# design 1

### Signal wires by layer, design 1

Drawn at 1 px/µm.
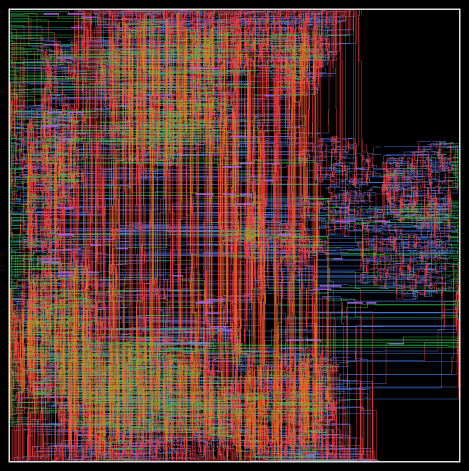

[src/rtl/bvb_sched.sv]
// Banked vector buffer: sweeps RAM banks, steers requested values into per-lane output FIFOs.
// Address to pop 1 cycle, pop to vec 1 cycle; a full lane FIFO leaves its id in the input FIFO.

module bvb_sched_fifo #(
  parameter int WIDTH = 8,
  parameter int DEPTH = 4
) (
  input  logic             clk,
  input  logic             rst,
  input  logic             wr_vld,
  input  logic [WIDTH-1:0] wr_dat,
  input  logic             rd_rdy,
  output logic [WIDTH-1:0] rd_dat,
  output logic             empty,
  output logic             full
);
  localparam int AW = $clog2(DEPTH);
  localparam logic [AW:0] PTR_ONE = 1;

  logic [WIDTH-1:0] mem [DEPTH];
  logic [AW:0]      wr_ptr, rd_ptr;
  logic             do_wr, do_rd;

  // Extra pointer bit distinguishes full from empty when the indices match.
  assign empty  = (wr_ptr == rd_ptr);
  assign full   = (wr_ptr[AW] != rd_ptr[AW]) && (wr_ptr[AW-1:0] == rd_ptr[AW-1:0]);
  assign do_wr  = wr_vld & ~full;
  assign do_rd  = rd_rdy & ~empty;
  assign rd_dat = empty ? '0 : mem[rd_ptr[AW-1:0]];

  always_ff @(posedge clk or posedge rst) begin
    if (rst) begin
      wr_ptr <= '0;
      rd_ptr <= '0;
    end else begin
      if (do_wr) wr_ptr <= wr_ptr + PTR_ONE;
      if (do_rd) rd_ptr <= rd_ptr + PTR_ONE;
    end
  end

  always_ff @(posedge clk) begin
    if (do_wr) mem[wr_ptr[AW-1:0]] <= wr_dat;
  end
endmodule

module bvb_sched #(
  parameter int CHANNELS       = 4,
  parameter int COL_ID_BITS    = 10,
  parameter int RAM_SPLIT_BITS = 3,
  parameter int VAL_BITS       = 8,
  parameter int RAM_ADDR_BITS  = 10,
  parameter int FIFO_DEPTH     = 4,
  parameter int SKIP_IDLE      = 1,
  parameter int BASE_RESET     = 64,
  localparam int LOCAL_BITS    = COL_ID_BITS - RAM_SPLIT_BITS,
  localparam int RAM_WIDTH     = VAL_BITS << LOCAL_BITS
) (
  input  logic                         clk,
  input  logic                         rst,
  input  logic [RAM_ADDR_BITS-1:0]     base_addr,
  input  logic                         base_load,
  input  logic [CHANNELS*COL_ID_BITS-1:0] id,
  input  logic [CHANNELS-1:0]          id_fifo_empty,
  output logic [CHANNELS-1:0]          id_fifo_read,
  output logic [RAM_ADDR_BITS-1:0]     ram_addr,
  input  logic [RAM_WIDTH-1:0]         ram_data,
  output logic [CHANNELS*VAL_BITS-1:0] vec,
  output logic [CHANNELS-1:0]          vec_fifo_empty,
  input  logic [CHANNELS-1:0]          vec_fifo_read,
  output logic                         sweep_wrap
);
  localparam int BANKS = 1 << RAM_SPLIT_BITS;
  typedef logic [RAM_SPLIT_BITS-1:0] bank_t;

  bank_t                    bank, bank_d, bank_nxt, cand;
  logic                     valid_d;
  logic [RAM_ADDR_BITS-1:0] base;
  logic [CHANNELS-1:0]      hit, full;
  logic [BANKS-1:0]         req;
  logic [BANKS-1:0]         req_lane [CHANNELS];

  assign ram_addr     = base + RAM_ADDR_BITS'(bank);
  assign id_fifo_read = hit;

  for (genvar c = 0; c < CHANNELS; c++) begin : g_lane
    logic [COL_ID_BITS-1:0] id_c;
    logic [LOCAL_BITS-1:0]  local_c;
    logic [VAL_BITS-1:0]    val_c;
    bank_t                  bank_c;

    assign id_c        = id[c*COL_ID_BITS +: COL_ID_BITS];
    assign bank_c      = id_c[COL_ID_BITS-1 -: RAM_SPLIT_BITS];
    assign local_c     = id_c[LOCAL_BITS-1:0];
    assign val_c       = ram_data[local_c*VAL_BITS +: VAL_BITS];
    // Registered full flag: a same-cycle output pop does not open a slot.
    assign hit[c]      = valid_d & ~id_fifo_empty[c] & (bank_c == bank_d) & ~full[c];
    assign req_lane[c] = id_fifo_empty[c] ? '0 : (BANKS'(1) << bank_c);

    bvb_sched_fifo #(
      .WIDTH (VAL_BITS),
      .DEPTH (FIFO_DEPTH)
    ) u_out_fifo (
      .clk    (clk),
      .rst    (rst),
      .wr_vld (hit[c]),
      .wr_dat (val_c),
      .rd_rdy (vec_fifo_read[c]),
      .rd_dat (vec[c*VAL_BITS +: VAL_BITS]),
      .empty  (vec_fifo_empty[c]),
      .full   (full[c])
    );
  end

  // Skip mode scans bank+BANKS down to bank+1 so the nearest requested bank wins.
  always_comb begin
    req      = '0;
    cand     = bank;
    bank_nxt = bank;
    for (int c = 0; c < CHANNELS; c++) req = req | req_lane[c];
    if (SKIP_IDLE == 0) begin
      bank_nxt = bank + 1'b1;
    end else begin
      for (int k = BANKS; k >= 1; k--) begin
        cand = bank + bank_t'(k);
        if (req[cand]) bank_nxt = cand;
      end
    end
  end

  always_ff @(posedge clk or posedge rst) begin
    if (rst) begin
      bank       <= '0;
      bank_d     <= '0;
      valid_d    <= 1'b0;
      base       <= RAM_ADDR_BITS'(BASE_RESET);
      sweep_wrap <= 1'b0;
    end else begin
      bank_d <= bank;
      if (base_load) begin
        base       <= base_addr;
        bank       <= '0;
        valid_d    <= 1'b0;
        sweep_wrap <= 1'b0;
      end else begin
        bank       <= bank_nxt;
        valid_d    <= 1'b1;
        sweep_wrap <= (bank_nxt < bank);
      end
    end
  end
endmodule

[config.mk]
export PLATFORM = sky130hd
export DESIGN_NAME = bvb_sched
export DESIGN_NICKNAME = d
export VERILOG_FILES = /design/src/rtl/bvb_sched.sv
export SDC_FILE = /design/constraint.sdc
export NUM_CORES = 2
export LEC_CHECK = 0
export ABC_AREA = 0
export CORE_AREA = 2 2 447 449
export DETAILED_ROUTE_END_ITERATION = 6
export DIE_AREA = 0 0 449 451
export GPL_TIMING_DRIVEN = 0
export SETUP_SLACK_MARGIN = 0.05
export SLEW_MARGIN = 20
export SYNTH_ARGS = -nofsm -noshare
export SYNTH_HDL_FRONTEND = slang
export SYNTH_SLANG_ARGS = --single-unit
[constraint.sdc]
create_clock -name clk -period 7.8 [get_ports clk]
set_clock_uncertainty 0.15 [all_clocks]
set_input_delay 1.17 -clock clk [delete_from_list [all_inputs] [get_ports clk]]
set_output_delay 1.17 -clock clk [all_outputs]
set_load 0.01 [all_outputs]
# design 2

$ cat config.mk
export PLATFORM = sky130hd
export DESIGN_NAME = column_hit_reader
export DESIGN_NICKNAME = d
export VERILOG_FILES = /design/src/rtl/column_hit_reader.sv
export SDC_FILE = /design/constraint.sdc
export NUM_CORES = 1
export LEC_CHECK = 0
export CORE_AREA = 10 10 134 136
export CTS_CLUSTER_DIAMETER = 200
export DETAILED_ROUTE_END_ITERATION = 6
export DIE_AREA = 0 0 144 146
export GPL_TIMING_DRIVEN = 1
export PLACE_DENSITY = 0.76
export REMOVE_ABC_BUFFERS = 1
export SLEW_MARGIN = 0
export SYNTH_ARGS = -nofsm -noshare
export SYNTH_HDL_FRONTEND = slang
export SYNTH_SLANG_ARGS = --single-unit
$ cat constraint.sdc
create_clock -name clk -period 5.04 [get_ports clk]
set_input_delay 1.008 -clock clk [delete_from_list [all_inputs] [get_ports clk]]
set_output_delay 1.008 -clock clk [all_outputs]
set_load 0.02 [all_outputs]
$ cat src/rtl/column_hit_reader.sv
// column_hit_reader: reader end of the pixel L1-event-buffer read interface.
// Scans one column's unreadHit flags round-robin. For the selected pixel it pulses
// load, captures the shared column bus, then pulses read. The captured word, tagged
// with the pixel index, is offered downstream on a valid/ready port.
module column_hit_reader #(
   parameter int unsigned NPIX = 16,
   parameter int unsigned PIDW = 4
) (
   input  logic                 clk,
   input  logic                 reset,
   input  logic                 enable,
   input  logic                 clrCount,
   input  logic [NPIX-1:0]      unreadHit,
   input  logic [35:0]          colDout,
   output logic [NPIX-1:0]      load,
   output logic [NPIX-1:0]      read,
   output logic [PIDW+35:0]     outData,
   output logic                 outValid,
   input  logic                 outReady,
   output logic                 busy,
   output logic [15:0]          wordCount
);

   localparam int unsigned DW = 36;
   localparam int unsigned OW = PIDW + DW;
   localparam int unsigned CW = 16;

   typedef enum logic [2:0] {
      S_IDLE,
      S_LOAD,
      S_CAPT,
      S_READ,
      S_OUT
   } state_e;

   state_e            state_q, state_d;
   logic [PIDW-1:0]   sel_q, sel_d;
   logic [PIDW-1:0]   rr_ptr_q, rr_ptr_d;
   logic [NPIX-1:0]   load_q, load_d;
   logic [NPIX-1:0]   read_q, read_d;
   logic [OW-1:0]     out_data_q, out_data_d;
   logic              out_valid_q, out_valid_d;
   logic              busy_q, busy_d;
   logic [CW-1:0]     word_count_q, word_count_d;

   logic              win_found_c;
   logic [PIDW-1:0]   win_idx_c;
   logic [PIDW-1:0]   cand_c;
   logic              accept_c;

   // Pixel index + 1 with wrap at NPIX-1 (NPIX need not be a power of two).
   function automatic logic [PIDW-1:0] wrap_inc(input logic [PIDW-1:0] p);
      if (p == PIDW'(NPIX - 1)) begin
         return '0;
      end
      return p + PIDW'(1);
   endfunction

   // Round-robin arbiter: first set unreadHit bit at or above rr_ptr, wrapping to 0.
   always_comb begin
      win_found_c = 1'b0;
      win_idx_c   = '0;
      cand_c      = rr_ptr_q;
      for (int unsigned k = 0; k < NPIX; k++) begin
         if (!win_found_c && unreadHit[cand_c]) begin
            win_found_c = 1'b1;
            win_idx_c   = cand_c;
         end
         cand_c = wrap_inc(cand_c);
      end
   end

   assign accept_c = out_valid_q & outReady;

   // Next-state and registered-output logic for the load/capture/read/offer sequence.
   always_comb begin
      state_d     = state_q;
      sel_d       = sel_q;
      rr_ptr_d    = rr_ptr_q;
      load_d      = '0;
      read_d      = '0;
      out_data_d  = out_data_q;
      out_valid_d = out_valid_q;

      unique case (state_q)
         S_IDLE: begin
            if (enable && win_found_c) begin
               state_d = S_LOAD;
               sel_d   = win_idx_c;
               load_d  = NPIX'(1) << win_idx_c;
            end
         end
         S_LOAD: begin
            state_d = S_CAPT;
         end
         S_CAPT: begin
            out_data_d = {sel_q, colDout};
            read_d     = NPIX'(1) << sel_q;
            state_d    = S_READ;
         end
         S_READ: begin
            rr_ptr_d    = wrap_inc(sel_q);
            out_valid_d = 1'b1;
            state_d     = S_OUT;
         end
         S_OUT: begin
            if (accept_c) begin
               out_valid_d = 1'b0;
               if (enable && win_found_c) begin
                  state_d = S_LOAD;
                  sel_d   = win_idx_c;
                  load_d  = NPIX'(1) << win_idx_c;
               end else begin
                  state_d = S_IDLE;
               end
            end
         end
         default: begin
            state_d     = S_IDLE;
            out_valid_d = 1'b0;
         end
      endcase

      busy_d = (state_d != S_IDLE);
   end

   // Accepted-word counter: clear wins over increment, saturates at all ones.
   always_comb begin
      word_count_d = word_count_q;
      if (clrCount) begin
         word_count_d = '0;
      end else if (accept_c && (word_count_q != {CW{1'b1}})) begin
         word_count_d = word_count_q + CW'(1);
      end
   end

   // State and output registers; reset abandons any sequence in flight.
   always_ff @(posedge clk or negedge reset) begin
      if (!reset) begin
         state_q      <= S_IDLE;
         sel_q        <= '0;
         rr_ptr_q     <= '0;
         load_q       <= '0;
         read_q       <= '0;
         out_data_q   <= '0;
         out_valid_q  <= 1'b0;
         busy_q       <= 1'b0;
         word_count_q <= '0;
      end else begin
         state_q      <= state_d;
         sel_q        <= sel_d;
         rr_ptr_q     <= rr_ptr_d;
         load_q       <= load_d;
         read_q       <= read_d;
         out_data_q   <= out_data_d;
         out_valid_q  <= out_valid_d;
         busy_q       <= busy_d;
         word_count_q <= word_count_d;
      end
   end

   assign load      = load_q;
   assign read      = read_q;
   assign outData   = out_data_q;
   assign outValid  = out_valid_q;
   assign busy      = busy_q;
   assign wordCount = word_count_q;

endmodule

# design 3

$ cat src/rtl/reg_scoreboard.sv
// reg_scoreboard
//   Tracks destination registers of in-flight instructions between issue and
//   writeback, and raises a read-after-write stall for decode.
//
//   Ports
//     clk, rst_n           clock, asynchronous active-low reset
//     issue_valid/we/rd    issuing instruction and its destination register
//     src_rs, src_rt       source registers of the instruction in decode
//     wb_valid, wb_rd      writeback of the oldest tracked instruction
//     stall                RAW hazard on a source, or queue full
//     full, empty, count   writeback queue occupancy
//     head_rd              destination of the oldest entry (0 when empty)
//     err                  sticky {mismatch, underflow, overflow}
module reg_scoreboard #(
  parameter int DEPTH = 4
) (
  input  logic                       clk,
  input  logic                       rst_n,
  input  logic                       issue_valid,
  input  logic                       issue_we,
  input  logic [4:0]                 issue_rd,
  input  logic [4:0]                 src_rs,
  input  logic [4:0]                 src_rt,
  input  logic                       wb_valid,
  input  logic [4:0]                 wb_rd,
  output logic                       stall,
  output logic                       full,
  output logic                       empty,
  output logic [$clog2(DEPTH):0]     count,
  output logic [4:0]                 head_rd,
  output logic [2:0]                 err
);

  localparam int PW = $clog2(DEPTH);
  localparam int CW = PW + 1;

  logic [4:0]    q_mem_q [DEPTH];
  logic [PW-1:0] wr_ptr_q, wr_ptr_d;
  logic [PW-1:0] rd_ptr_q, rd_ptr_d;
  logic [CW-1:0] count_q, count_d;
  logic [CW-1:0] pend_q [32];
  logic [CW-1:0] pend_d [32];
  logic [2:0]    err_q, err_d;

  logic push_req, push_ok, pop;

  assign full    = (count_q == CW'(DEPTH));
  assign empty   = (count_q == '0);
  assign count   = count_q;
  assign head_rd = empty ? 5'd0 : q_mem_q[rd_ptr_q];
  assign err     = err_q;

  assign push_req = issue_valid && issue_we && (issue_rd != 5'd0);
  assign pop      = wb_valid && !empty;
  // A pop in the same cycle frees a slot, so a push is accepted even at full.
  assign push_ok  = push_req && (!full || pop);

  assign stall = ((src_rs != 5'd0) && (pend_q[src_rs] != '0)) ||
                 ((src_rt != 5'd0) && (pend_q[src_rt] != '0)) ||
                 full;

  always_comb begin
    wr_ptr_d = push_ok ? wr_ptr_q + 1'b1 : wr_ptr_q;
    rd_ptr_d = pop ? rd_ptr_q + 1'b1 : rd_ptr_q;
    count_d  = count_q + CW'(push_ok) - CW'(pop);

    err_d = err_q;
    if (pop && (wb_rd != head_rd))   err_d[2] = 1'b1;
    if (wb_valid && empty)           err_d[1] = 1'b1;
    if (push_req && !push_ok)        err_d[0] = 1'b1;

    // Push and pop of the same register cancel out.
    for (int i = 0; i < 32; i++) begin
      pend_d[i] = pend_q[i] + CW'(push_ok && (issue_rd == 5'(i)))
                            - CW'(pop && (head_rd == 5'(i)));
    end
    pend_d[0] = '0;
  end

  always_ff @(posedge clk or negedge rst_n) begin
    if (!rst_n) begin
      wr_ptr_q <= '0;
      rd_ptr_q <= '0;
      count_q  <= '0;
      err_q    <= '0;
      for (int i = 0; i < DEPTH; i++) q_mem_q[i] <= '0;
      for (int i = 0; i < 32; i++)    pend_q[i]  <= '0;
    end else begin
      wr_ptr_q <= wr_ptr_d;
      rd_ptr_q <= rd_ptr_d;
      count_q  <= count_d;
      err_q    <= err_d;
      if (push_ok) q_mem_q[wr_ptr_q] <= issue_rd;
      for (int i = 0; i < 32; i++) pend_q[i] <= pend_d[i];
    end
  end

endmodule

$ cat config.mk
export PLATFORM = sky130hd
export DESIGN_NAME = reg_scoreboard
export DESIGN_NICKNAME = d
export VERILOG_FILES = /design/src/rtl/reg_scoreboard.sv
export SDC_FILE = /design/constraint.sdc
export NUM_CORES = 1
export LEC_CHECK = 0
export ABC_AREA = 1
export CAP_MARGIN = 20
export CORE_MARGIN = 2
export CORE_UTILIZATION = 38
export CTS_CLUSTER_DIAMETER = 100
export DETAILED_ROUTE_END_ITERATION = 12
export GPL_ROUTABILITY_DRIVEN = 1
export PLACE_DENSITY = 0.66
export SYNTH_ARGS = -nofsm -noshare
export SYNTH_HDL_FRONTEND = slang
export SYNTH_SLANG_ARGS = --single-unit
$ cat constraint.sdc
create_clock -name clk -period 2.3 [get_ports clk]
set_input_delay 0.23 -clock clk [delete_from_list [all_inputs] [get_ports clk]]
set_output_delay 0.23 -clock clk [all_outputs]
set_load 0.1 [all_outputs]
# design 4

### src/rtl/delay_index_controller_pkg.sv
// Shared sizing constants and FSM encoding for the delay index controller.
// CFG_PARITY_EN adds a trailing even-parity bit to each configuration frame.
package delay_index_controller_pkg;

  localparam int BUFFER_SIZE        = 16;
  localparam int NUMBER_OF_CHANNELS = 3;
  localparam int NUM_SLOTS          = 2 * NUMBER_OF_CHANNELS;
  localparam int SEL_W              = 3;

`ifdef CFG_PARITY_EN
  localparam int PAR_W = 1;
`else
  localparam int PAR_W = 0;
`endif

  typedef enum logic [1:0] {
    IDLE  = 2'd0,
    SHIFT = 2'd1,
    WRITE = 2'd2
  } state_t;

endpackage

### src/rtl/delay_index_controller_cfg_frame_shifter.sv
// Serial config frame capture: shift register, saturating bit counter, frame check.
// With CFG_PARITY_EN the last bit is even parity over select and index.
module cfg_frame_shifter #(
  parameter int SEL_W = 3,
  parameter int IDX_W = 4
) (
  input  logic             clk,
  input  logic             rst_n,
  input  logic             start,
  input  logic             shift,
  input  logic             bit_valid,
  input  logic             data_bit,
  output logic [SEL_W-1:0] sel,
  output logic [IDX_W-1:0] idx,
  output logic             frame_ok
);
  import delay_index_controller_pkg::*;

  localparam int FRAME_LEN = SEL_W + IDX_W + PAR_W;
  localparam int CNT_W     = $clog2(FRAME_LEN + 2);

  logic [FRAME_LEN-1:0] sreg;
  logic [CNT_W-1:0]     count;

  // A frame opens with a cleared register; a bit valid in the opening cycle is kept.
  always_ff @(posedge clk or negedge rst_n) begin
    if (!rst_n) begin
      sreg  <= '0;
      count <= '0;
    end else if (start) begin
      sreg  <= FRAME_LEN'(bit_valid & data_bit);
      count <= CNT_W'(bit_valid);
    end else if (shift) begin
      sreg <= {sreg[FRAME_LEN-2:0], data_bit};
      if (count != CNT_W'(FRAME_LEN + 1)) begin
        count <= count + 1'b1;
      end
    end
  end

  assign sel = sreg[FRAME_LEN-1 -: SEL_W];
  assign idx = sreg[PAR_W +: IDX_W];

`ifdef CFG_PARITY_EN
  assign frame_ok = (count == CNT_W'(FRAME_LEN)) && !(^sreg);
`else
  assign frame_ok = (count == CNT_W'(FRAME_LEN));
`endif

endmodule

### src/rtl/delay_index_controller.sv
// Shadowed delay index registers loaded by serial frames, committed atomically on ws falling edges.
// CFG_PARITY_EN (see package) enables frame parity checking in cfg_frame_shifter.
module delay_index_controller #(
  parameter int NUM_SLOTS   = delay_index_controller_pkg::NUM_SLOTS,
  parameter int BUFFER_SIZE = delay_index_controller_pkg::BUFFER_SIZE,
  parameter int SEL_W       = delay_index_controller_pkg::SEL_W
) (
  input  logic                                      clk,
  input  logic                                      rst_n,
  input  logic                                      ws,
  input  logic                                      cfg_frame,
  input  logic                                      cfg_bit_valid,
  input  logic                                      cfg_bit,
  output logic [NUM_SLOTS*$clog2(BUFFER_SIZE)-1:0]  delay_index,
  output logic                                      cfg_busy,
  output logic                                      cfg_error,
  output logic                                      commit
);
  import delay_index_controller_pkg::*;

  localparam int IDX_W = $clog2(BUFFER_SIZE);

  state_t           state;
  state_t           state_nxt;
  logic [SEL_W-1:0] frame_sel;
  logic [IDX_W-1:0] frame_idx;
  logic             frame_ok;
  logic             write_ok;
  logic             pending;
  logic             ws_q;
  logic             commit_now;
  logic [IDX_W-1:0] shadow [NUM_SLOTS];

  cfg_frame_shifter #(
    .SEL_W (SEL_W),
    .IDX_W (IDX_W)
  ) u_shifter (
    .clk       (clk),
    .rst_n     (rst_n),
    .start     ((state == IDLE) && cfg_frame),
    .shift     ((state == SHIFT) && cfg_bit_valid),
    .bit_valid (cfg_bit_valid),
    .data_bit  (cfg_bit),
    .sel       (frame_sel),
    .idx       (frame_idx),
    .frame_ok  (frame_ok)
  );

  always_ff @(posedge clk or negedge rst_n) begin
    if (!rst_n) begin
      state <= IDLE;
    end else begin
      state <= state_nxt;
    end
  end

  always_comb begin
    state_nxt = state;
    write_ok  = 1'b0;
    cfg_error = 1'b0;
    case (state)
      IDLE:  if (cfg_frame) state_nxt = SHIFT;
      SHIFT: if (!cfg_frame) state_nxt = WRITE;
      WRITE: begin
        state_nxt = IDLE;
        write_ok  = frame_ok && (int'(frame_sel) < NUM_SLOTS);
        cfg_error = !write_ok;
      end
      default: state_nxt = IDLE;
    endcase
  end

  assign commit_now = ws_q && !ws && pending;
  assign cfg_busy   = (state != IDLE) || pending;

  always_ff @(posedge clk or negedge rst_n) begin
    if (!rst_n) begin
      for (int k = 0; k < NUM_SLOTS; k++) begin
        shadow[k] <= '0;
      end
    end else if (write_ok) begin
      for (int k = 0; k < NUM_SLOTS; k++) begin
        if (frame_sel == SEL_W'(k)) begin
          shadow[k] <= frame_idx;
        end
      end
    end
  end

  // A commit in the WRITE cycle captures the old shadow; the new write stays pending.
  always_ff @(posedge clk or negedge rst_n) begin
    if (!rst_n) begin
      ws_q        <= 1'b0;
      pending     <= 1'b0;
      commit      <= 1'b0;
      delay_index <= '0;
    end else begin
      ws_q   <= ws;
      commit <= commit_now;
      if (write_ok) begin
        pending <= 1'b1;
      end else if (commit_now) begin
        pending <= 1'b0;
      end
      if (commit_now) begin
        for (int k = 0; k < NUM_SLOTS; k++) begin
          delay_index[k*IDX_W +: IDX_W] <= shadow[k];
        end
      end
    end
  end

endmodule

### config.mk
export PLATFORM = sky130hd
export DESIGN_NAME = delay_index_controller
export DESIGN_NICKNAME = d
export VERILOG_FILES = /design/src/rtl/delay_index_controller_pkg.sv /design/src/rtl/delay_index_controller_cfg_frame_shifter.sv /design/src/rtl/delay_index_controller.sv
export SDC_FILE = /design/constraint.sdc
export NUM_CORES = 1
export LEC_CHECK = 0
export ABC_AREA = 1
export CAP_MARGIN = 20
export CELL_PAD_IN_SITES_DETAIL_PLACEMENT = 0
export CELL_PAD_IN_SITES_GLOBAL_PLACEMENT = 1
export CORE_ASPECT_RATIO = 1.5
export CORE_UTILIZATION = 30
export DETAILED_ROUTE_END_ITERATION = 10
export GPL_TIMING_DRIVEN = 1
export HOLD_SLACK_MARGIN = 0.15
export PLACE_DENSITY = 0.6
export SLEW_MARGIN = 40
export SYNTH_ARGS = -nofsm -noshare
export SYNTH_HDL_FRONTEND = slang
export SYNTH_SLANG_ARGS = --single-unit
### constraint.sdc
create_clock -name clk -period 1.2 [get_ports clk]
set_input_delay 0.18 -clock clk [delete_from_list [all_inputs] [get_ports clk]]
set_output_delay 0.18 -clock clk [all_outputs]
set_load 0.03 [all_outputs]
### Signal wires by layer, design 4

Drawn at 3 px/µm.
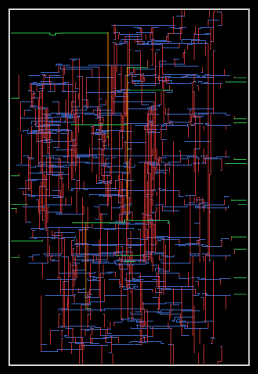
[red] metal 2 | wire length: 3190 µm
[green] metal 3 | wire length: 199 µm
[orange] metal 4 | wire length: 114 µm
[blue] metal 1 | wire length: 2530 µm
final wirelength: 6.03 mm
wire per inst: 11.9 µm
gr usage total: 14.5%
via count: 2283

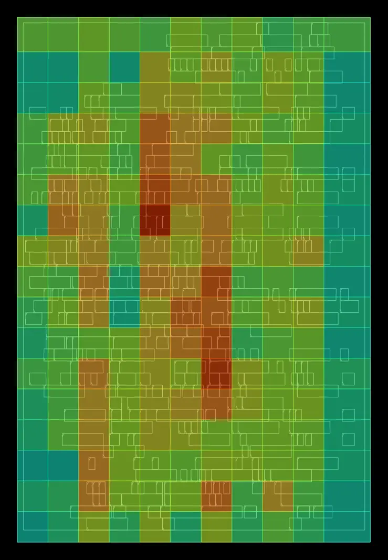
*Routing congestion, design 4*
met1 global-route usage: 16.9%
grt peak-use layer: met2

==> reports/metrics.yaml, design 4 <==
outcome:
  outcome: "finished with violations"
  failed_checks: "negative setup slack"
synth:
  edf_count: 0
  synthesis.nets: 312
  netlist_instances: 304
  adder_share_pct: 0.927
  synth_top_flop_cell: "dfrtp_1"
  post_synth_ao_oa_area_fraction_pct: 1.53
  top_cell: "nand2_1"
  async_flop_share_pct: 100
  yosys_cells: 304
finish:
  buffers: 88
  drive_above_1_share_pct: 34.8
  fillers: 884
  clk_share_pct: 6.52
  seq_area_share_pct: 39.4
  nNetsFinal: 400
  design.seq.count: 64
placement:
  post-place-ws_ns: -0.146
worst_setup_path:
  reg2regPathDepth: 10
  crit_required_ns: 1.02
  cp_num_buf_inv: 2
  cp-end-kind: "primary output"
grt:
  use_met3_pct: 3.78
clock_tree:
  cts_tree: "done"
flow_run:
  cap_violations: 0
timing:
  finalCritPeriodShare_pct: 133
  fin_crit_ns: 1.59
  grt_setup_unrepaired: "yes"
  fmax_mhz: 628
  slew_violations: 0
  fin_ws_ns: -0.393
  fin_skew_ns: 0.00440
  setup_violations: 30
detailed_routing:
  drc: 0
  wl_met3_um: 198
  dr.pass1.iters: 4
worst_hold_path:
  min_from: "ws"
floorplanning:
  die_w_um: 79.4
  core_area_um2: 8780
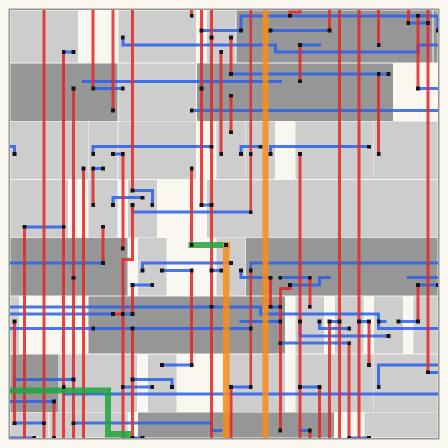
*A small window of the routed layout, design 2*
Region (98, 26) to (118, 46) µm. Cells in gray, sequential cells in the stronger gray; small squares are vias.
[green] metal 3
[red] metal 2
[orange] metal 4
[blue] metal 1
cells with their middle in the window: 31
most frequent: nand2_1 (12), clkdlybuf4s50_1 (11), dfrtp_1 (6)
sequential cells in the window: 6
netlist names of flops here include: outData (5), read (1)

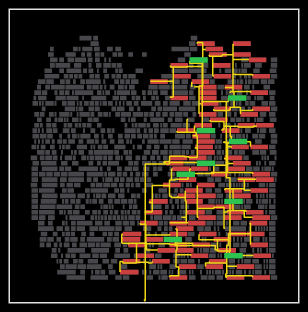
*Clock distribution, design 2*
Drawn at 2 px/µm.
[yellow] clock wires | length: 1140 µm
[green] clock drivers | count: 9
[red] flip-flops | count: 101
routed clock nets: 10
Post-Route Skew: 0.00991 ns

==> reports/metrics.yaml, design 2 <==
clock_tree:
  cts_resized: 44
  path_clk_slew_ns: 0.07
  cts.sinks: 101
finish:
  largest_class: "logic gates"
  final_cells: 1262
  regArea_um2: 2530
  inverters_excl_clock: 13
  drive_above_1_share_pct: 32.0
  nonClkBufAreaFrac_pct: 27.1
  logic_gates: 606
  lay_top_cells: "167 x buf_4, 155 x nand2_1, 145 x clkdlybuf4s50_1"
  buffers: 334
  fin_area_um2: 11000
  layout_top_cell: "buf_4"
outcome:
  failed_checks: "negative setup slack"
  outcome: "finished with violations"
timing:
  setup_violations: 5
  hold_ws_ns: 0.476
  fin_ws_ns: -0.0497
  slew_violations: 0
  fin_crit_ns: 5.09
worst_setup_path:
  reg2reg_from: "rr_ptr_q[1]"
  crit_path_end: "load[11]"
  cp_num_cells: 20
  r2r_end: "load[11]"
  critPathKind: "reg -> reg"
detailed_routing:
  dr.pass1.iters: 5
  ant_nets: 0
  drc: 0
grt:
  use_met3_pct: 4.28
  first_global_vias: 7194
  gr-usage-met1_pct: 27.2
  top_usage_layer: "met2"
  met2_usage_pct: 39.7
floorplanning:
  n_tap_cell: 192
  core_area_um2: 15500
  die_w_um: 144
synth:
  synth_top_flop_cell: "dfrtp_1"
  async_flop_share_pct: 100
  syn_avg_cell_area_um2: 9.31
  yosys_area_um2: 7100
placement:
  io_buffers: 146
flow_run:
  cap_violations: 0
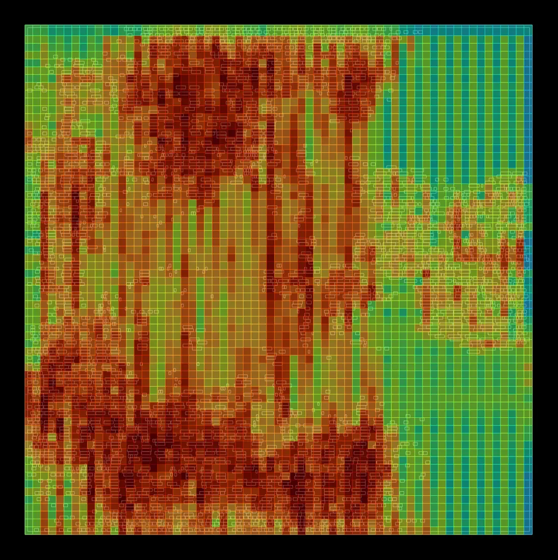
*Routing congestion, design 1*
met1 global-route usage: 36.1%
met2 usage: 54.3%
met3 Use GR: 13.2%
grt peak-use layer: met2

## Picture notes: 'Signal wires by layer' of design 1
[green] metal 3 | wire length: 43.8 mm
[orange] metal 4 | wire length: 33.2 mm
[red] metal 2 | wire length: 163 mm
[blue] metal 1 | wire length: 111 mm
[purple] metal 5 | wire length: 706 µm

==> reports/metrics.yaml, design 1 <==
floorplanning:
  die_w_um: 449
  die-area_um2: 202000
  initCoreUtil_pct: 20.4
  fp-row-count: 164
  n_tap_cell: 2656
worst_setup_path:
  crit_required_ns: 7.81
  slowest_delay_ns: 1.05
  critPathKind: "in -> reg"
  r2r_end: "sweep_wrap"
  critPathLaunchType: "input pin"
  path_delay_family: "multiplexers"
  cp-startpoint: "id[11]"
finish:
  logic_gates: 1744
  nonClkBufAreaFrac_pct: 23.2
  inverters_excl_clock: 20
  buffers: 1457
  drive_above_1_share_pct: 50.3
  largest_class: "logic gates"
  nNetsFinal: 4523
  regArea_um2: 4900
  fillers: 20090
grt:
  grt_max_degree: 25
  grt-ovfl-total: 0
  grt_pass1_wl_mm: 437
flow_run:
  warnings: 40
worst_hold_path:
  holdPathStages: 0
clock_tree:
  cts_tree: "done"
  cts_buffers: 17
  clockRootBuffer: "clkbuf_16"
  h-tree-depth: 4
  insertion_delay_ns: 0.43
synth:
  ys_warn_count: 0
  syn_avg_cell_area_um2: 17.8
  yosys_cells: 2276
  adder_share_pct: 0.885
  post_synth_ao_oa_area_fraction_pct: 1.09
  top_cell: "mux4_2"
  yosys.area.top_type: "mux4_2"
  synth_seq_share_pct: 12.1
  async_flop_share_pct: 24.7
  synth_cell_types: 61
  synth_area_um2: 40400
  yosys_area_um2: 40400
  simple_gate_share_pct: 2.52
  top_logic_kind: "multiplexers"
  top_cells_by_count: "1380 x mux4_2, 131 x clkbuf_1, 128 x edfxtp_1, 113 x buf_2, 78 x buf_1"
detailed_routing:
  drc: 0
  drtIter0Drc: 6517
  wire_per_inst_um: 56.7
  dr.pass1.iters: 6
  via_per_inst: 6.46
timing:
  fin_ws_ns: 2.66
  setup_violations: 0
  slew_headroom_pct: 9.43
  grt_setup_unrepaired: "no"
  finalCritPeriodShare_pct: 65.9
outcome:
  outcome: "completed"
placement:
  post-place-ws_ns: 2.35
  hpwl_mm: 302
  io_buffers: 1096
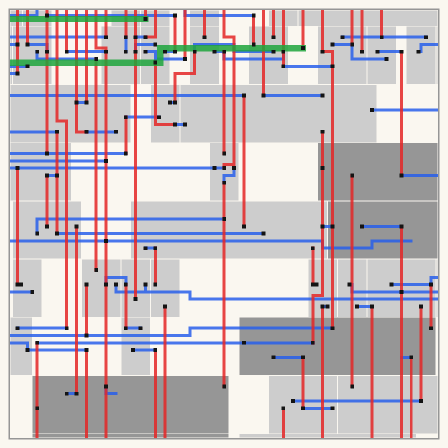
*A small window of the routed layout, design 3*
Region (102, 27) to (122, 47) µm. Cells in gray, sequential cells in the stronger gray; small squares are vias.
[blue] metal 1
[green] metal 3
[red] metal 2
most frequent: inv_1 (7)
netlist names of flops here include: pend_q (4)
cells with their middle in the window: 29
sequential cells in the window: 4

==> reports/metrics.yaml, design 3 <==
worst_setup_path:
  crit_required_ns: 2.61
  cpMaxStageDelayCell: "dfrtp_2"
  crit_chain: "buf_6, inv_6, buf_4, nor2_1, o21ai_2, nand2_4, nor2_4, buf_6, nand2_2, nor2_2, buf_6, ha_4, inv_2, ha_4, fa_2, xnor2_2, xor2_1"
  rrSetupSlack_ns: -0.49
detailed_routing:
  met2_length_mm: 11.1
timing:
  setup_violations: 65
  fin_ws_ns: -0.491
floorplanning:
  die-area_um2: 22200
finish:
  logic_gates: 619
  buffers: 177
synth:
  synth_cell_types: 33
  simple_gate_share_pct: 23.1
grt:
  use_met3_pct: 4.65
outcome:
  failed_checks: "negative setup slack"
  outcome: "finished with violations"
flow_run:
  warnings: 32
clock_tree:
  cts_resized: 90
  clockRootBuffer: "clkbuf_16"

# design 5

### src/rtl/packet_rx_deframer_if.sv
// Word-stream input and decoded-frame output of the receive deframer.
// The deframer sits on the master side; the radio source and packet consumer use the slave side.
interface packet_rx_deframer_if #(
    parameter int WORD_WIDTH = 16
);
    logic [WORD_WIDTH-1:0] myNodeID;
    logic [WORD_WIDTH-1:0] rx_data;
    logic                  rx_valid;
    logic                  rx_ready;
    logic                  pkt_valid;
    logic                  pkt_ready;
    logic [2:0]            fPacketType;
    logic [WORD_WIDTH-1:0] fSourceID;
    logic [WORD_WIDTH-1:0] fDestinationID;
    logic [WORD_WIDTH-1:0] fSourceHops;
    logic [WORD_WIDTH-1:0] fQValue;
    logic [WORD_WIDTH-1:0] fEnergyLeft;
    logic [WORD_WIDTH-1:0] fHopsFromCH;
    logic [WORD_WIDTH-1:0] fChosenCH;
    logic [WORD_WIDTH-1:0] fTimeslot;
    logic                  iAmDestination;
    logic [7:0]            err_cnt;

    modport master (
        input  myNodeID, rx_data, rx_valid, pkt_ready,
        output rx_ready, pkt_valid, fPacketType, fSourceID, fDestinationID,
               fSourceHops, fQValue, fEnergyLeft, fHopsFromCH, fChosenCH,
               fTimeslot, iAmDestination, err_cnt
    );

    modport slave (
        output myNodeID, rx_data, rx_valid, pkt_ready,
        input  rx_ready, pkt_valid, fPacketType, fSourceID, fDestinationID,
               fSourceHops, fQValue, fEnergyLeft, fHopsFromCH, fChosenCH,
               fTimeslot, iAmDestination, err_cnt
    );
endinterface

### src/rtl/packet_rx_deframer.sv
// Hunts for a frame header in the radio word stream, collects a 10-word frame, verifies its
// XOR checksum and presents the decoded fields under a valid/ready handshake.
module packet_rx_deframer #(
    parameter int          WORD_WIDTH   = 16,
    parameter logic [12:0] SYNC_PATTERN = 13'h0A5C,
    parameter int          IDLE_TIMEOUT = 32
) (
    input logic                  clk,
    input logic                  rst,
    packet_rx_deframer_if.master bus
);

    localparam int GAP_W = $clog2(IDLE_TIMEOUT + 1);

    typedef enum logic [1:0] {
        IDLE,
        BODY,
        CHECK,
        HOLD
    } stateT;

    stateT                 state;
    logic [3:0]            idx;
    logic [WORD_WIDTH-1:0] chk;
    logic [GAP_W-1:0]      gapCnt;
    logic                  rxReady;
    logic                  pktValid;
    logic                  iAmDest;
    logic [7:0]            errCnt;
    logic [2:0]            pktType;
    logic [WORD_WIDTH-1:0] srcId;
    logic [WORD_WIDTH-1:0] destId;
    logic [WORD_WIDTH-1:0] srcHops;
    logic [WORD_WIDTH-1:0] qValue;
    logic [WORD_WIDTH-1:0] energyLeft;
    logic [WORD_WIDTH-1:0] hopsFromCh;
    logic [WORD_WIDTH-1:0] chosenCh;
    logic [WORD_WIDTH-1:0] timeslot;
    logic                  xfer;

    assign xfer = bus.rx_valid & rxReady;

    function automatic logic [7:0] satInc(input logic [7:0] v);
        return (v == 8'hFF) ? 8'hFF : v + 8'd1;
    endfunction

    // Single FSM; rx_ready is registered, so it is dropped on the same edge that enters CHECK.
    always_ff @(posedge clk) begin
        if (rst) begin
            state      <= IDLE;
            idx        <= 4'd0;
            chk        <= '0;
            gapCnt     <= '0;
            rxReady    <= 1'b1;
            pktValid   <= 1'b0;
            iAmDest    <= 1'b0;
            errCnt     <= 8'd0;
            pktType    <= 3'b111;
            srcId      <= '0;
            destId     <= '0;
            srcHops    <= '0;
            qValue     <= '0;
            energyLeft <= '0;
            hopsFromCh <= '0;
            chosenCh   <= '0;
            timeslot   <= '0;
        end else begin
            case (state)
                IDLE: begin
                    if (xfer && (bus.rx_data[12:0] == SYNC_PATTERN)) begin
                        pktType <= bus.rx_data[15:13];
                        chk     <= bus.rx_data;
                        idx     <= 4'd1;
                        gapCnt  <= '0;
                        state   <= BODY;
                    end
                end

                BODY: begin
                    if (xfer) begin
                        gapCnt <= '0;
                        if (idx == 4'd9) begin
                            idx <= 4'd0;
                            if (bus.rx_data == chk) begin
                                rxReady <= 1'b0;
                                state   <= CHECK;
                            end else begin
                                errCnt <= satInc(errCnt);
                                state  <= IDLE;
                            end
                        end else begin
                            case (idx)
                                4'd1:    srcId      <= bus.rx_data;
                                4'd2:    destId     <= bus.rx_data;
                                4'd3:    srcHops    <= bus.rx_data;
                                4'd4:    qValue     <= bus.rx_data;
                                4'd5:    energyLeft <= bus.rx_data;
                                4'd6:    hopsFromCh <= bus.rx_data;
                                4'd7:    chosenCh   <= bus.rx_data;
                                4'd8:    timeslot   <= bus.rx_data;
                                default: ;
                            endcase
                            chk <= chk ^ bus.rx_data;
                            idx <= idx + 4'd1;
                        end
                    end else if (gapCnt == GAP_W'(IDLE_TIMEOUT - 1)) begin
                        // The IDLE_TIMEOUT-th consecutive empty cycle abandons the frame.
                        errCnt <= satInc(errCnt);
                        idx    <= 4'd0;
                        gapCnt <= '0;
                        state  <= IDLE;
                    end else begin
                        gapCnt <= gapCnt + GAP_W'(1);
                    end
                end

                CHECK: begin
                    if ((srcId == bus.myNodeID) || (pktType == 3'b110) || (pktType == 3'b111)) begin
                        rxReady <= 1'b1;
                        state   <= IDLE;
                    end else begin
                        iAmDest  <= (destId == bus.myNodeID);
                        pktValid <= 1'b1;
                        state    <= HOLD;
                    end
                end

                HOLD: begin
                    if (bus.pkt_ready) begin
                        pktValid <= 1'b0;
                        iAmDest  <= 1'b0;
                        rxReady  <= 1'b1;
                        state    <= IDLE;
                    end
                end

                default: begin
                    rxReady  <= 1'b1;
                    pktValid <= 1'b0;
                    state    <= IDLE;
                end
            endcase
        end
    end

    assign bus.rx_ready       = rxReady;
    assign bus.pkt_valid      = pktValid;
    assign bus.iAmDestination = iAmDest;
    assign bus.err_cnt        = errCnt;
    assign bus.fPacketType    = pktType;
    assign bus.fSourceID      = srcId;
    assign bus.fDestinationID = destId;
    assign bus.fSourceHops    = srcHops;
    assign bus.fQValue        = qValue;
    assign bus.fEnergyLeft    = energyLeft;
    assign bus.fHopsFromCH    = hopsFromCh;
    assign bus.fChosenCH      = chosenCh;
    assign bus.fTimeslot      = timeslot;

endmodule

### src/flat_wrapper.sv
// flat-port wrapper written by rule: the top's interface ports become plain ports
module packet_rx_deframer_flat 
#(
    parameter int          WORD_WIDTH   = 16,
    parameter logic [12:0] SYNC_PATTERN = 13'h0A5C,
    parameter int          IDLE_TIMEOUT = 32
)
  (clk, rst, bus_myNodeID, bus_rx_data, bus_rx_valid, bus_pkt_ready, bus_rx_ready, bus_pkt_valid, bus_fPacketType, bus_fSourceID, bus_fDestinationID, bus_fSourceHops, bus_fQValue, bus_fEnergyLeft, bus_fHopsFromCH, bus_fChosenCH, bus_fTimeslot, bus_iAmDestination, bus_err_cnt);
  packet_rx_deframer_if #(.WORD_WIDTH(WORD_WIDTH)) bus_i ();
  input logic clk;
  input logic rst;
  input wire logic [$bits(bus_i.myNodeID)-1:0] bus_myNodeID;
  input wire logic [$bits(bus_i.rx_data)-1:0] bus_rx_data;
  input wire logic [$bits(bus_i.rx_valid)-1:0] bus_rx_valid;
  input wire logic [$bits(bus_i.pkt_ready)-1:0] bus_pkt_ready;
  output wire logic [$bits(bus_i.rx_ready)-1:0] bus_rx_ready;
  output wire logic [$bits(bus_i.pkt_valid)-1:0] bus_pkt_valid;
  output wire logic [$bits(bus_i.fPacketType)-1:0] bus_fPacketType;
  output wire logic [$bits(bus_i.fSourceID)-1:0] bus_fSourceID;
  output wire logic [$bits(bus_i.fDestinationID)-1:0] bus_fDestinationID;
  output wire logic [$bits(bus_i.fSourceHops)-1:0] bus_fSourceHops;
  output wire logic [$bits(bus_i.fQValue)-1:0] bus_fQValue;
  output wire logic [$bits(bus_i.fEnergyLeft)-1:0] bus_fEnergyLeft;
  output wire logic [$bits(bus_i.fHopsFromCH)-1:0] bus_fHopsFromCH;
  output wire logic [$bits(bus_i.fChosenCH)-1:0] bus_fChosenCH;
  output wire logic [$bits(bus_i.fTimeslot)-1:0] bus_fTimeslot;
  output wire logic [$bits(bus_i.iAmDestination)-1:0] bus_iAmDestination;
  output wire logic [$bits(bus_i.err_cnt)-1:0] bus_err_cnt;
  assign bus_i.myNodeID = bus_myNodeID;
  assign bus_i.rx_data = bus_rx_data;
  assign bus_i.rx_valid = bus_rx_valid;
  assign bus_i.pkt_ready = bus_pkt_ready;
  assign bus_rx_ready = bus_i.rx_ready;
  assign bus_pkt_valid = bus_i.pkt_valid;
  assign bus_fPacketType = bus_i.fPacketType;
  assign bus_fSourceID = bus_i.fSourceID;
  assign bus_fDestinationID = bus_i.fDestinationID;
  assign bus_fSourceHops = bus_i.fSourceHops;
  assign bus_fQValue = bus_i.fQValue;
  assign bus_fEnergyLeft = bus_i.fEnergyLeft;
  assign bus_fHopsFromCH = bus_i.fHopsFromCH;
  assign bus_fChosenCH = bus_i.fChosenCH;
  assign bus_fTimeslot = bus_i.fTimeslot;
  assign bus_iAmDestination = bus_i.iAmDestination;
  assign bus_err_cnt = bus_i.err_cnt;
  packet_rx_deframer #(.WORD_WIDTH(WORD_WIDTH), .SYNC_PATTERN(SYNC_PATTERN), .IDLE_TIMEOUT(IDLE_TIMEOUT)) u_core (.clk(clk), .rst(rst), .bus(bus_i));
endmodule
### config.mk
export PLATFORM = sky130hd
export DESIGN_NAME = packet_rx_deframer_flat
export DESIGN_NICKNAME = d
export VERILOG_FILES = /design/src/rtl/packet_rx_deframer_if.sv /design/src/rtl/packet_rx_deframer.sv /design/src/flat_wrapper.sv
export SDC_FILE = /design/constraint.sdc
export NUM_CORES = 1
export LEC_CHECK = 0
export CAP_MARGIN = 20
export CORE_UTILIZATION = 45
export DETAILED_ROUTE_END_ITERATION = 10
export MAX_ROUTING_LAYER = met4
export PLACE_DENSITY_LB_ADDON = 0.08
export SLEW_MARGIN = 30
export SYNTH_ARGS = -nofsm -noshare
export SYNTH_HDL_FRONTEND = slang
export SYNTH_SLANG_ARGS = --single-unit
### constraint.sdc
create_clock -name clk -period 2.4 [get_ports clk]
set_input_delay 0.36 -clock clk [delete_from_list [all_inputs] [get_ports clk]]
set_output_delay 0.36 -clock clk [all_outputs]
set_load 0.005 [all_outputs]
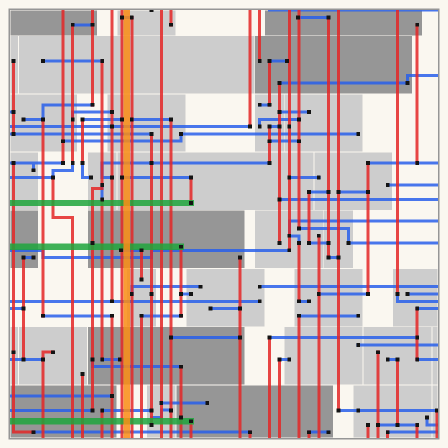
*A small window of the routed layout, design 5*
Region (87, 22) to (107, 42) µm. Cells in gray, sequential cells in the stronger gray; small squares are vias.
[blue] metal 1
[orange] metal 4
[red] metal 2
[green] metal 3
cells with their middle in the window: 24
most frequent: mux2i_1 (7), nor2_1 (5), dfxtp_1 (5)
sequential cells in the window: 5
netlist names of flops here include: u_core.bus.fSourceID (4), u_core.bus.fDestinationID (1)

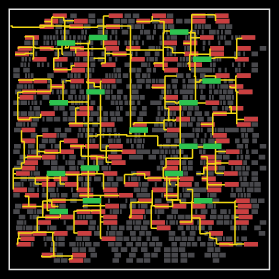
*Clock distribution, design 5*
Drawn at 2 px/µm.
[red] flip-flops | count: 170
[yellow] clock wires | length: 1960 µm
[green] clock drivers | count: 17
flops lie: widely spread

==> reports/metrics.yaml <==
worst_setup_path:
  crit_path_end: "u_core.state[1]"
  reg2reg_from: "u_core.idx[2]"
  critPathKind: "in -> reg"
  crit_chain: "clkdlybuf4s50_1, xor2_1, nor4_1, nand3_1, or4_4, a2111oi_2"
  cp_num_cells: 6
  crit_fanout: 4
  rrSetupSlack_ns: 0.44
  cp-startpoint: "bus_rx_data[1]"
  r2r_end: "u_core.chk[8]"
detailed_routing:
  top_layer: "met4"
  via_per_inst: 5.29
  wl_met1_mm: 9.08
  ant_nets: 0
  dr.pass1.iters: 6
  drtIter0Drc: 355
  vias: 6566
grt:
  grt_pass1_wl_mm: 33.4
  first_global_vias: 6267
  grt_max_degree: 73
  gr-usage-met1_pct: 31.4
  use_met3_pct: 5.86
  top_usage_layer: "met2"
  grt-ovfl-total: 0
synth:
  simple_gate_share_pct: 20.2
  post_synth_ao_oa_area_fraction_pct: 11.4
  top_logic_kind: "simple AND/OR/NAND/NOR gates"
  yosys.area.top_type: "dfxtp_1"
  syn_avg_cell_area_um2: 8.88
  ys_ff: 170
  synth_seq_share_pct: 46.6
  synth_cell_types: 58
finish:
  syn_to_final_growth_pct: 39.0
  clk_share_pct: 5.92
  nonClkBufAreaFrac_pct: 22.4
  fillers: 1372
  largest_class: "logic gates"
  comb_area_share_pct: 35.4
  lay_top_cells: "176 x clkdlybuf4s50_1, 170 x dfxtp_1, 130 x nand2_1"
  comb_area_um2: 3590
  clkbuf_count: 19
  buffers: 232
floorplanning:
  die_w_um: 129
  io-pin-count: 178
  die-area_um2: 16700
  die_h_um: 129
power_and_ir_drop:
  powerDensity_nw_per_um2: 583
  swShare_pct: 23.3
  p_total_w: 0.00591
  p_leak_nw: 3.95
  internal_power_w: 0.00453
  pg_seq_w: 0.00282
clock_tree:
  cts_setup_buffers: 0
  cts_tree: "done"
  hold_buffers: 0
  clockBufferDepth: 2
  path_clk_slew_ns: 0.07
  cts_buffers: 17
worst_hold_path:
  min_from: "rst"
  hold_class: "in -> reg"
timing:
  finalCritPeriodShare_pct: 85.2
  fin_skew_ns: 0.00856
  hold_ws_ns: 0.429
  fin_tns_setup_ns: 0
  slew_headroom_pct: 58.0
  slew_violations: 0
  fin_ws_ns: 0.356
placement:
  place_inst: 1209
outcome:
  outcome: "completed"
flow_run:
  warnings: 26


==> gallery <==
Met4 routing.
shot_01.png
Drawn at 1 px/µm.
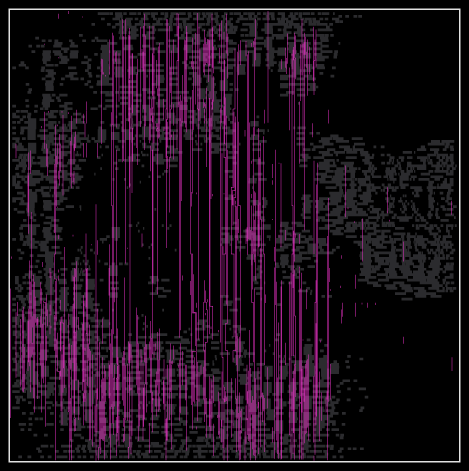
shot_02.png
Drawn at 2 px/µm.
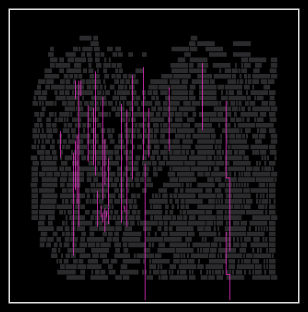
shot_03.png
Drawn at 3 px/µm.
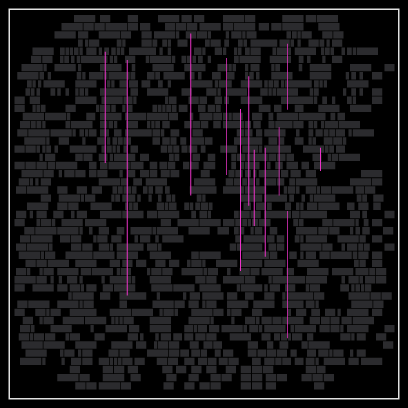
shot_04.png
Drawn at 2 px/µm.
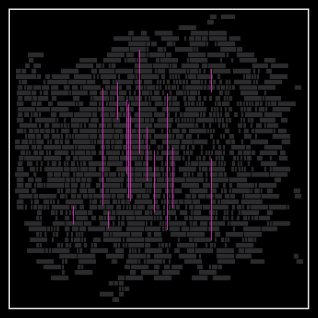
The one with the smallest die is shot_03.png.
The one with the largest die is shot_01.png.
| from | picture |
|---|---|
| design 5 | shot_03.png |
| design 2 | shot_02.png |
| design 3 | shot_04.png |
| design 1 | shot_01.png |

Key to shot_02.png:
main direction: vertical
wire length on this layer: 955 µm
nets with wire on the layer: 29
share of all routed wire: 3.7%
longest straight run: 72.8 µm

Power is estimated from default activity; no workload was simulated.
